# ---- block 1 ----
--- src/rtl/stopwatch_sequencer.sv ---
// -----------------------------------------------------------------------------
// stopwatch_sequencer
//
// Control FSM for the 4-digit BCD stopwatch. It converts the debounced button
// levels into counter run/clear enables, a lap-capture strobe and the display
// select. It also releases the lap display after a programmable hold time and
// stops the count at 99.99.
//
// Parameters
//   LAP_HOLD_TICKS : 100 Hz ticks the lap value stays displayed (0 = forever)
//   HOLD_W         : hold counter width, 2**HOLD_W > LAP_HOLD_TICKS
//   STOP_AT_MAX    : 1 = saturate at 99.99 (FULL state), 0 = counters wrap
//
// Ports
//   qzt_clk_i        : master clock (50 MHz)
//   reset_i          : synchronous, active-high reset
//   tick_i           : 100 Hz enable, one clock wide
//   btn_start_stop_i : debounced start/stop level
//   btn_lap_i        : debounced lap level
//   btn_clear_i      : debounced clear level
//   at_max_i         : datapath shows 99.99
//   run_o            : counter enable
//   clear_o          : one-cycle counter reset strobe
//   capture_o        : one-cycle lap register load strobe
//   show_lap_o       : display select, 1 = lap register, 0 = live count
//   state_o          : current state encoding
// -----------------------------------------------------------------------------
module stopwatch_sequencer #(
    parameter int unsigned LAP_HOLD_TICKS = 300,
    parameter int unsigned HOLD_W         = 9,
    parameter bit          STOP_AT_MAX    = 1'b1
) (
    input  logic       qzt_clk_i,
    input  logic       reset_i,
    input  logic       tick_i,
    input  logic       btn_start_stop_i,
    input  logic       btn_lap_i,
    input  logic       btn_clear_i,
    input  logic       at_max_i,
    output logic       run_o,
    output logic       clear_o,
    output logic       capture_o,
    output logic       show_lap_o,
    output logic [2:0] state_o
);

    typedef enum logic [2:0] {
        IDLE      = 3'd0,
        RUN       = 3'd1,
        PAUSE     = 3'd2,
        LAP_RUN   = 3'd3,
        LAP_PAUSE = 3'd4,
        FULL      = 3'd5
    } state_e;

    localparam logic [HOLD_W-1:0] HOLD_LAST = HOLD_W'(LAP_HOLD_TICKS - 1);
    localparam bit                HOLD_EN   = (LAP_HOLD_TICKS > 0);

    state_e            state_q, state_d;
    logic [HOLD_W-1:0] hold_q, hold_d;
    logic              run_q, clear_q, capture_q, show_lap_q;
    logic              clear_d, capture_d;
    logic              prev_ss_q, prev_lap_q, prev_clr_q;

    // Rising edges of the button levels; one event per press.
    logic ss_ev, lap_ev, clr_ev, max_hit;

    assign ss_ev   = btn_start_stop_i & ~prev_ss_q;
    assign lap_ev  = btn_lap_i        & ~prev_lap_q;
    assign clr_ev  = btn_clear_i      & ~prev_clr_q;
    assign max_hit = STOP_AT_MAX & at_max_i;

    // Next-state logic. Priority: clear > at_max > start_stop > lap > timeout;
    // only the winning event is acted on.
    always_comb begin
        // NOTE: every signal gets a default first so no latch is inferred.
        state_d   = state_q;
        hold_d    = hold_q;
        clear_d   = 1'b0;
        capture_d = 1'b0;

        if (clr_ev) begin
            state_d = IDLE;
            clear_d = 1'b1;
        end else if (max_hit && (state_q == RUN || state_q == LAP_RUN)) begin
            state_d = FULL;
        end else begin
            unique case (state_q)
                IDLE: begin
                    if (ss_ev) state_d = RUN;
                end
                RUN: begin
                    if (ss_ev) begin
                        state_d = PAUSE;
                    end else if (lap_ev) begin
                        state_d   = LAP_RUN;
                        capture_d = 1'b1;
                        hold_d    = '0;
                    end
                end
                PAUSE: begin
                    // Resuming with the display already at 99.99 would count
                    // past the limit, so go straight to FULL.
                    if (ss_ev) state_d = max_hit ? FULL : RUN;
                end
                LAP_RUN: begin
                    if (ss_ev) begin
                        state_d = LAP_PAUSE;
                    end else if (lap_ev) begin
                        // Split: recapture and restart the hold window.
                        capture_d = 1'b1;
                        hold_d    = '0;
                    end else if (tick_i) begin
                        if (HOLD_EN && hold_q == HOLD_LAST) begin
                            state_d = RUN;
                            hold_d  = '0;
                        end else begin
                            hold_d = hold_q + HOLD_W'(1);
                        end
                    end
                end
                LAP_PAUSE: begin
                    if (ss_ev)       state_d = LAP_RUN;
                    else if (lap_ev) state_d = PAUSE;
                end
                FULL: begin
                    state_d = FULL;
                end
                default: begin
                    state_d = IDLE;
                end
            endcase
        end

        // The hold count only survives in the two lap states.
        if (state_d != LAP_RUN && state_d != LAP_PAUSE) hold_d = '0;
    end

    // Single registered FSM: state, hold counter, edge history and outputs.
    always_ff @(posedge qzt_clk_i) begin
        // NOTE: sequential state uses non-blocking assignments only.
        if (reset_i) begin
            state_q    <= IDLE;
            hold_q     <= '0;
            run_q      <= 1'b0;
            clear_q    <= 1'b0;
            capture_q  <= 1'b0;
            show_lap_q <= 1'b0;
            // History reset high so a button held through reset is no press.
            prev_ss_q  <= 1'b1;
            prev_lap_q <= 1'b1;
            prev_clr_q <= 1'b1;
        end else begin
            state_q    <= state_d;
            hold_q     <= hold_d;
            clear_q    <= clear_d;
            capture_q  <= capture_d;
            run_q      <= (state_d == RUN)     || (state_d == LAP_RUN);
            show_lap_q <= (state_d == LAP_RUN) || (state_d == LAP_PAUSE);
            prev_ss_q  <= btn_start_stop_i;
            prev_lap_q <= btn_lap_i;
            prev_clr_q <= btn_clear_i;
        end
    end

    assign run_o      = run_q;
    assign clear_o    = clear_q;
    assign capture_o  = capture_q;
    assign show_lap_o = show_lap_q;
    assign state_o    = state_q;

endmodule

--- config.mk ---
export PLATFORM = sky130hd
export DESIGN_NAME = stopwatch_sequencer
export DESIGN_NICKNAME = d
export VERILOG_FILES = /design/src/rtl/stopwatch_sequencer.sv
export SDC_FILE = /design/constraint.sdc
export NUM_CORES = 1
export LEC_CHECK = 0
export CORE_ASPECT_RATIO = 1.4
export CORE_UTILIZATION = 35
export DETAILED_ROUTE_END_ITERATION = 16
export PLACE_DENSITY = 0.52
export SLEW_MARGIN = 5
export SYNTH_ARGS = -nofsm -noshare
export SYNTH_HDL_FRONTEND = slang
export SYNTH_SLANG_ARGS = --single-unit
--- constraint.sdc ---
create_clock -name qzt_clk_i -period 3.9 [get_ports qzt_clk_i]
set_input_delay 0.78 -clock qzt_clk_i [delete_from_list [all_inputs] [get_ports qzt_clk_i]]
set_output_delay 0.78 -clock qzt_clk_i [all_outputs]
set_load 0.02 [all_outputs]
**Block 1: signal wires on met3**

Drawn at 4 px/micron.
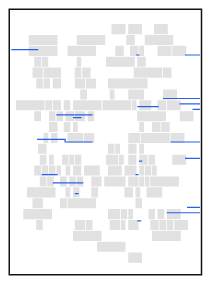
share of all routed wire = 3.9%
nets with wire on the layer = 16
longest straight run = 9.00 microns
Total Wirelength: 2.316 mm
met3 Use GR: 2.459%
Vias: 991

**Block 1: PDN straps and rails**

Drawn at 6 px/micron. Pins as bars on the die edge. Tap cells in grey.
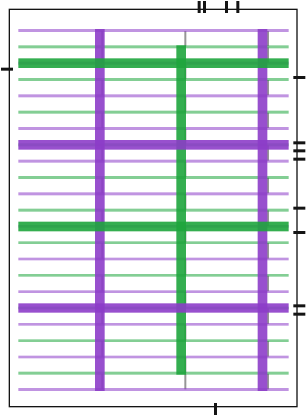
green -> VDD
purple -> VSS
met4 straps = 3
tap cells = 36
core area: 2698 sq um
Max IR drop VDD: 0.0001555 V

**Block 1: clock wiring as the flow saved it**

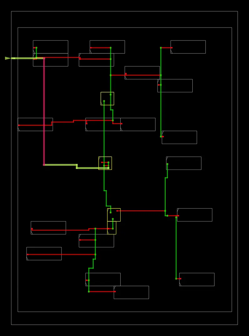
CTS Sinks: 19
number of clock buffers in the layout: 3
total CTS buffers: 3
Clock Skew: 0.002119 ns
latest clock arrival within the worst-skew pair: 0.30 ns

==> results.sh <==
# flow metrics
export IMPL_clock_fmax_ghz=0.3774
export IMPL_lay_top_count="dfxtp_1"
export IMPL_antenna_found_initial=0
export IMPL_status="finished, final reports clean"
export IMPL_ys_warn_count=0
export IMPL_wl_met2_mm=1.142
export IMPL_synthesis_nets=134
export IMPL_pg_seq_w=0.000201
export IMPL_worst_r2r_setup_slack_ns=1.65
export IMPL_common_cells="dfxtp_1 (19), a21oi_1 (16), nand2_1 (13)"
export IMPL_warnings=26
export IMPL_xor_share_pct=1.711
export IMPL_met1_length_microns=997
export IMPL_clk_power_w=0.000102
export IMPL_critPathLaunch="btn_lap_i"
export IMPL_dr_wl_met3_microns=89
export IMPL_dp_hpwl_mm=1.734
export IMPL_antenna_cells=0
export IMPL_adder_share_pct=1.222
export IMPL_cts_hold_buf=0
export IMPL_critical_path_top_delay_family="AND-OR/OR-AND gates"
export IMPL_compound_area_share_pct=26.53
export IMPL_syn_avg_cell_area_sq_um=8.123
export IMPL_ys_sh_simple_pct=30.32
export IMPL_top_area_cell="dfxtp_1"
export IMPL_top_area_share_pct=37.16
export IMPL_max_stage_delay_ns=0.57
export IMPL_use_met1_pct=19.87
export IMPL_maxSlewHeadroom_pct=38.20
export IMPL_holdCritPathClass="reg -> reg"
-- registers in the layout, indices dropped and copies added, names as in the netlist --
signal      flops
prev_ss_q       1
prev_clr_q      1
prev_lap_q      1
capture_o       1
state_o         3
run_o           1
clear_o         1
show_lap_o      1
hold_q          9
-- final cells by class --
class                      instances  area, sq um  share of cell area [%]
clock buffer                       3        22.52                   1.885
clock inverter                     1        5.005                  0.4188
multi-input combinational        101        611.8                   51.20
timing repair buffer              13        130.1                   10.89
sequential                        19        380.4                   31.83
tap                               36        45.04                   3.770

# ---- block 2 ----
<file path="config.mk">
export PLATFORM = sky130hd
export DESIGN_NAME = hazard_control_unit
export DESIGN_NICKNAME = d
export VERILOG_FILES = /design/src/rtl/hazard_pkg.sv /design/src/rtl/sat_counter.sv /design/src/rtl/hazard_control_unit.sv
export SDC_FILE = /design/constraint.sdc
export NUM_CORES = 1
export LEC_CHECK = 0
export ABC_CLOCK_PERIOD_IN_PS = 2100
export CELL_PAD_IN_SITES_DETAIL_PLACEMENT = 1
export CELL_PAD_IN_SITES_GLOBAL_PLACEMENT = 1
export CORE_MARGIN = 3
export CORE_UTILIZATION = 30
export CTS_BUF_LIST = sky130_fd_sc_hd__clkbuf_4
export CTS_CLUSTER_DIAMETER = 60
export DETAILED_ROUTE_END_ITERATION = 16
export GPL_TIMING_DRIVEN = 0
export PLACE_DENSITY_LB_ADDON = 0.1
export SYNTH_ARGS = -nofsm -noshare
export SYNTH_HDL_FRONTEND = slang
export SYNTH_SLANG_ARGS = --single-unit
</file>
<file path="constraint.sdc">
create_clock -name clk -period 2.1 [get_ports clk]
set_input_delay 0.21 -clock clk [delete_from_list [all_inputs] [get_ports clk]]
set_output_delay 0.21 -clock clk [all_outputs]
set_load 0.02 [all_outputs]
</file>
<file path="src/rtl/hazard_pkg.sv">
// Shared definitions for the pipeline hazard sequencer: FSM encoding, the NOP
// used by the pipeline-register flush logic, and the load-use match function.
package hazard_pkg;

   localparam logic [1:0] ST_RUN      = 2'd0;
   localparam logic [1:0] ST_MEM_WAIT = 2'd1;
   localparam logic [1:0] ST_LU_STALL = 2'd2;

   localparam logic [31:0] NOP_INSTR = 32'h00000013;  // addi x0, x0, 0

   // x0 is never a real producer, so a load targeting it cannot create a hazard.
   function automatic logic load_use_hit(
      input logic       mem_read,
      input logic [4:0] rd,
      input logic [4:0] rs1,
      input logic [4:0] rs2,
      input logic       uses_rs1,
      input logic       uses_rs2
   );
      return mem_read && (rd != 5'd0) &&
             ((uses_rs1 && (rd == rs1)) || (uses_rs2 && (rd == rs2)));
   endfunction

endpackage

</file>
<file path="src/rtl/sat_counter.sv">
// Up-counter that sticks at all-ones instead of wrapping.
module sat_counter #(
   parameter int W = 16
) (
   input  logic         clk,
   input  logic         rst,
   input  logic         inc,
   output logic [W-1:0] count
);

   logic [W-1:0] count_reg;

   always_ff @(posedge clk or posedge rst) begin
      if (rst) begin
         count_reg <= '0;
      end else if (inc && (count_reg != {W{1'b1}})) begin
         count_reg <= count_reg + 1'b1;
      end
   end

   assign count = count_reg;

endmodule

</file>
<file path="src/rtl/hazard_control_unit.sv">
// Pipeline sequencer for the 5-stage RV32I core: freezes, bubbles or flushes
// the pipeline for memory waits, EX redirects and load-use hazards.
module hazard_control_unit
   import hazard_pkg::*;
#(
   parameter int CNT_W       = 16,
   parameter int MEM_TIMEOUT = 255
) (
   input  logic             clk,
   input  logic             rst,
   input  logic             ID_EX_MemRead,
   input  logic [4:0]       ID_EX_RDes,
   input  logic [4:0]       IF_ID_RS1,
   input  logic [4:0]       IF_ID_RS2,
   input  logic             IF_ID_UsesRS1,
   input  logic             IF_ID_UsesRS2,
   input  logic             EX_Redirect,
   input  logic             EX_MEM_MemReq,
   input  logic             dmem_ready,
   output logic             PC_Write,
   output logic             IF_ID_Write,
   output logic             ID_EX_Write,
   output logic             EX_MEM_Write,
   output logic             MEM_WB_Write,
   output logic             IF_ID_Flush,
   output logic             ID_EX_Flush,
   output logic [1:0]       state_o,
   output logic [CNT_W-1:0] stall_cycles,
   output logic [CNT_W-1:0] flush_count,
   output logic             err_timeout
);

   localparam int              WAIT_W     = (MEM_TIMEOUT > 0) ? $clog2(MEM_TIMEOUT + 1) : 1;
   localparam logic [WAIT_W-1:0] WAIT_LIMIT = WAIT_W'(MEM_TIMEOUT);

   logic [1:0]        state_reg, state_next;
   logic [WAIT_W-1:0] wait_cnt_reg;
   logic              err_timeout_reg;
   logic              mem_wait, load_use;
   logic              mem_stall, stall_inc, flush_inc;

   assign mem_wait = EX_MEM_MemReq && !dmem_ready;
   assign load_use = load_use_hit(ID_EX_MemRead, ID_EX_RDes, IF_ID_RS1, IF_ID_RS2,
                                  IF_ID_UsesRS1, IF_ID_UsesRS2);

   always_comb begin
      PC_Write     = 1'b1;
      IF_ID_Write  = 1'b1;
      ID_EX_Write  = 1'b1;
      EX_MEM_Write = 1'b1;
      MEM_WB_Write = 1'b1;
      IF_ID_Flush  = 1'b0;
      ID_EX_Flush  = 1'b0;
      state_next   = state_reg;
      mem_stall    = 1'b0;
      stall_inc    = 1'b0;
      flush_inc    = 1'b0;

      case (state_reg)
         ST_MEM_WAIT: begin
            // Redirects and load-use are held off; the frozen pipeline keeps
            // presenting them, so they are picked up once the wait ends.
            if (mem_wait) begin
               PC_Write     = 1'b0;
               IF_ID_Write  = 1'b0;
               ID_EX_Write  = 1'b0;
               EX_MEM_Write = 1'b0;
               MEM_WB_Write = 1'b0;
               mem_stall    = 1'b1;
               stall_inc    = 1'b1;
            end else begin
               state_next = ST_RUN;
            end
         end
         default: begin
            // RUN and LU_STALL share rules; any illegal code also recovers here.
            state_next = ST_RUN;
            if (mem_wait) begin
               PC_Write     = 1'b0;
               IF_ID_Write  = 1'b0;
               ID_EX_Write  = 1'b0;
               EX_MEM_Write = 1'b0;
               MEM_WB_Write = 1'b0;
               mem_stall    = 1'b1;
               stall_inc    = 1'b1;
               state_next   = ST_MEM_WAIT;
            end else if (EX_Redirect) begin
               IF_ID_Flush = 1'b1;
               ID_EX_Flush = 1'b1;
               flush_inc   = 1'b1;
            end else if (load_use) begin
               PC_Write    = 1'b0;
               IF_ID_Write = 1'b0;
               ID_EX_Flush = 1'b1;
               stall_inc   = 1'b1;
               state_next  = ST_LU_STALL;
            end
         end
      endcase

      // While reset is held the pipeline sees plain RUN behaviour.
      if (rst) begin
         PC_Write     = 1'b1;
         IF_ID_Write  = 1'b1;
         ID_EX_Write  = 1'b1;
         EX_MEM_Write = 1'b1;
         MEM_WB_Write = 1'b1;
         IF_ID_Flush  = 1'b0;
         ID_EX_Flush  = 1'b0;
         mem_stall    = 1'b0;
         stall_inc    = 1'b0;
         flush_inc    = 1'b0;
      end
   end

   always_ff @(posedge clk or posedge rst) begin
      if (rst) begin
         state_reg <= ST_RUN;
      end else begin
         state_reg <= state_next;
      end
   end

   // Wait counter spans every frozen memory cycle, including the entry cycle.
   always_ff @(posedge clk or posedge rst) begin
      if (rst) begin
         wait_cnt_reg    <= '0;
         err_timeout_reg <= 1'b0;
      end else begin
         if (!mem_stall) begin
            wait_cnt_reg <= '0;
         end else if (wait_cnt_reg != {WAIT_W{1'b1}}) begin
            wait_cnt_reg <= wait_cnt_reg + 1'b1;
            if ((MEM_TIMEOUT != 0) && ((wait_cnt_reg + 1'b1) == WAIT_LIMIT)) begin
               err_timeout_reg <= 1'b1;
            end
         end
      end
   end

   sat_counter #(.W(CNT_W)) u_stall_cnt (
      .clk   (clk),
      .rst   (rst),
      .inc   (stall_inc),
      .count (stall_cycles)
   );

   sat_counter #(.W(CNT_W)) u_flush_cnt (
      .clk   (clk),
      .rst   (rst),
      .inc   (flush_inc),
      .count (flush_count)
   );

   assign state_o     = state_reg;
   assign err_timeout = err_timeout_reg;

endmodule

</file>
==> results.sh <==
# flow metrics
export IMPL_drt_pass1_iterations=4
export IMPL_ys_flops=43
export IMPL_ys_chip_area_sq_um=2221
export IMPL_buffer_area_share_pct=22.83
export IMPL_adder_share_pct=2.254
export IMPL_final_cell_mix="clkdlybuf4s50_1 (53), dfrtp_1 (41), xnor2_1 (32), nand2_1 (17), nand3_1 (15)"
export IMPL_post_dp_cell_area_sq_um=2985
export IMPL_std_cell_rows=30
export IMPL_dr_wl_met3_microns=263
export IMPL_grt_overflow=0
export IMPL_use_met1_pct=20.09
export IMPL_worst_r2r_setup_slack_ns=0.16
export IMPL_stdcell_count=386
export IMPL_top_layer="met4"
export IMPL_path_depth=6
export IMPL_post_drt_wl_per_cell_microns=14.75
export IMPL_ys_cells=211
export IMPL_drive_gt1_share_pct=14.14
export IMPL_gr_usage_met2_pct=21.53
export IMPL_layout_worst_path_cycle_share_pct=96.99
export IMPL_power_density_nw_per_um2=680.8
export IMPL_status="finished, final reports clean"
export IMPL_synth_cell_types=37
export IMPL_skew_ns=0.01088
export IMPL_cts_tree="yes"
export IMPL_dominant_cells="multi-input combinational cells"
export IMPL_cts_setup_buffers=3
export IMPL_mi_logic_area_sq_um=1106
export IMPL_grt_pass1_wl_mm=9.715
export IMPL_synthFlopType="dfrtp_1"
export IMPL_clock_fmax_ghz=0.4910
export IMPL_wl_met2_mm=2.509
export IMPL_vias_per_cell=4.720
export IMPL_lay_top_count="clkdlybuf4s50_1"
export IMPL_place_ws_ns=-1.502
export IMPL_fin_tns_setup_ns=0
export IMPL_cts_repair_resized=24
export IMPL_fp_util_pct=31.81
export IMPL_synthCells=211
## cell usage after synthesis, drive strengths merged, types with 4 or more instances
master,instances,area [sq um]
and4,4,35.03
ha,4,50.05
buf,4,33.78
a21oi,7,38.79
and3,8,50.05
nor2,13,48.80
inv,7,26.28
xnor2,32,280.3
xor2,9,78.83
dfrtp,43,1076
nand4,12,75.07
nand3,15,75.07
nand2,17,63.81
## power by group
part	switching, W	internal, W
Combinational	0.000311	0.000324
Clock	0.000281	0.000143
Sequential	0.000134	0.000926
Total	0.000727	0.00139
**Block 2: signal wires on met3**

Drawn at 3 px/micron.
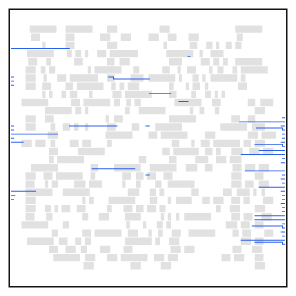
longest straight run = 19.3 microns
wire length on this layer = 263 microns
main direction = horizontal
share of all routed wire = 4.6%
Total Wirelength: 5.692 mm
Vias: 1,822
met3 Use GR: 3.692%

**Block 2: clock wiring as the flow saved it**

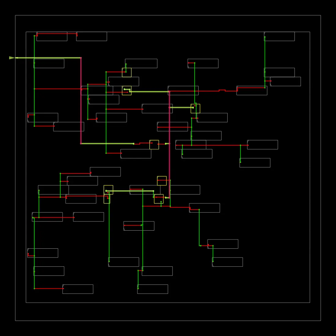
total CTS buffers: 5
Clock group: 0.000424 W
CTS Sinks: 43
Seq cells: 43
latest clock arrival within the worst-skew pair: 0.36 ns



## Gallery

Routed metal, one colour a layer.
image #1
Drawn at 6 px/micron.
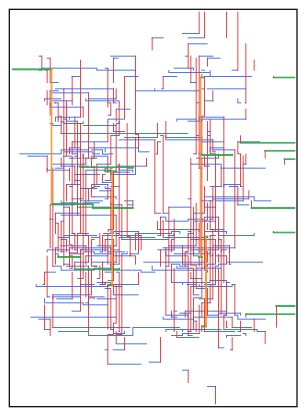
image #2
Drawn at 4 px/micron.
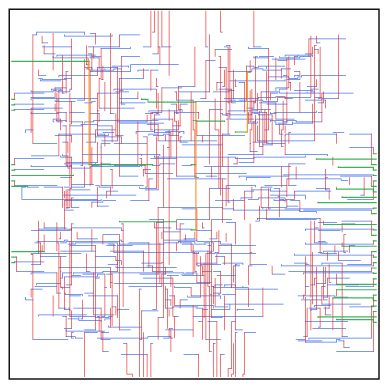
- image #2 = block 2
- image #1 = block 1

No activity file was given, so power comes from the tool's default toggle rates.
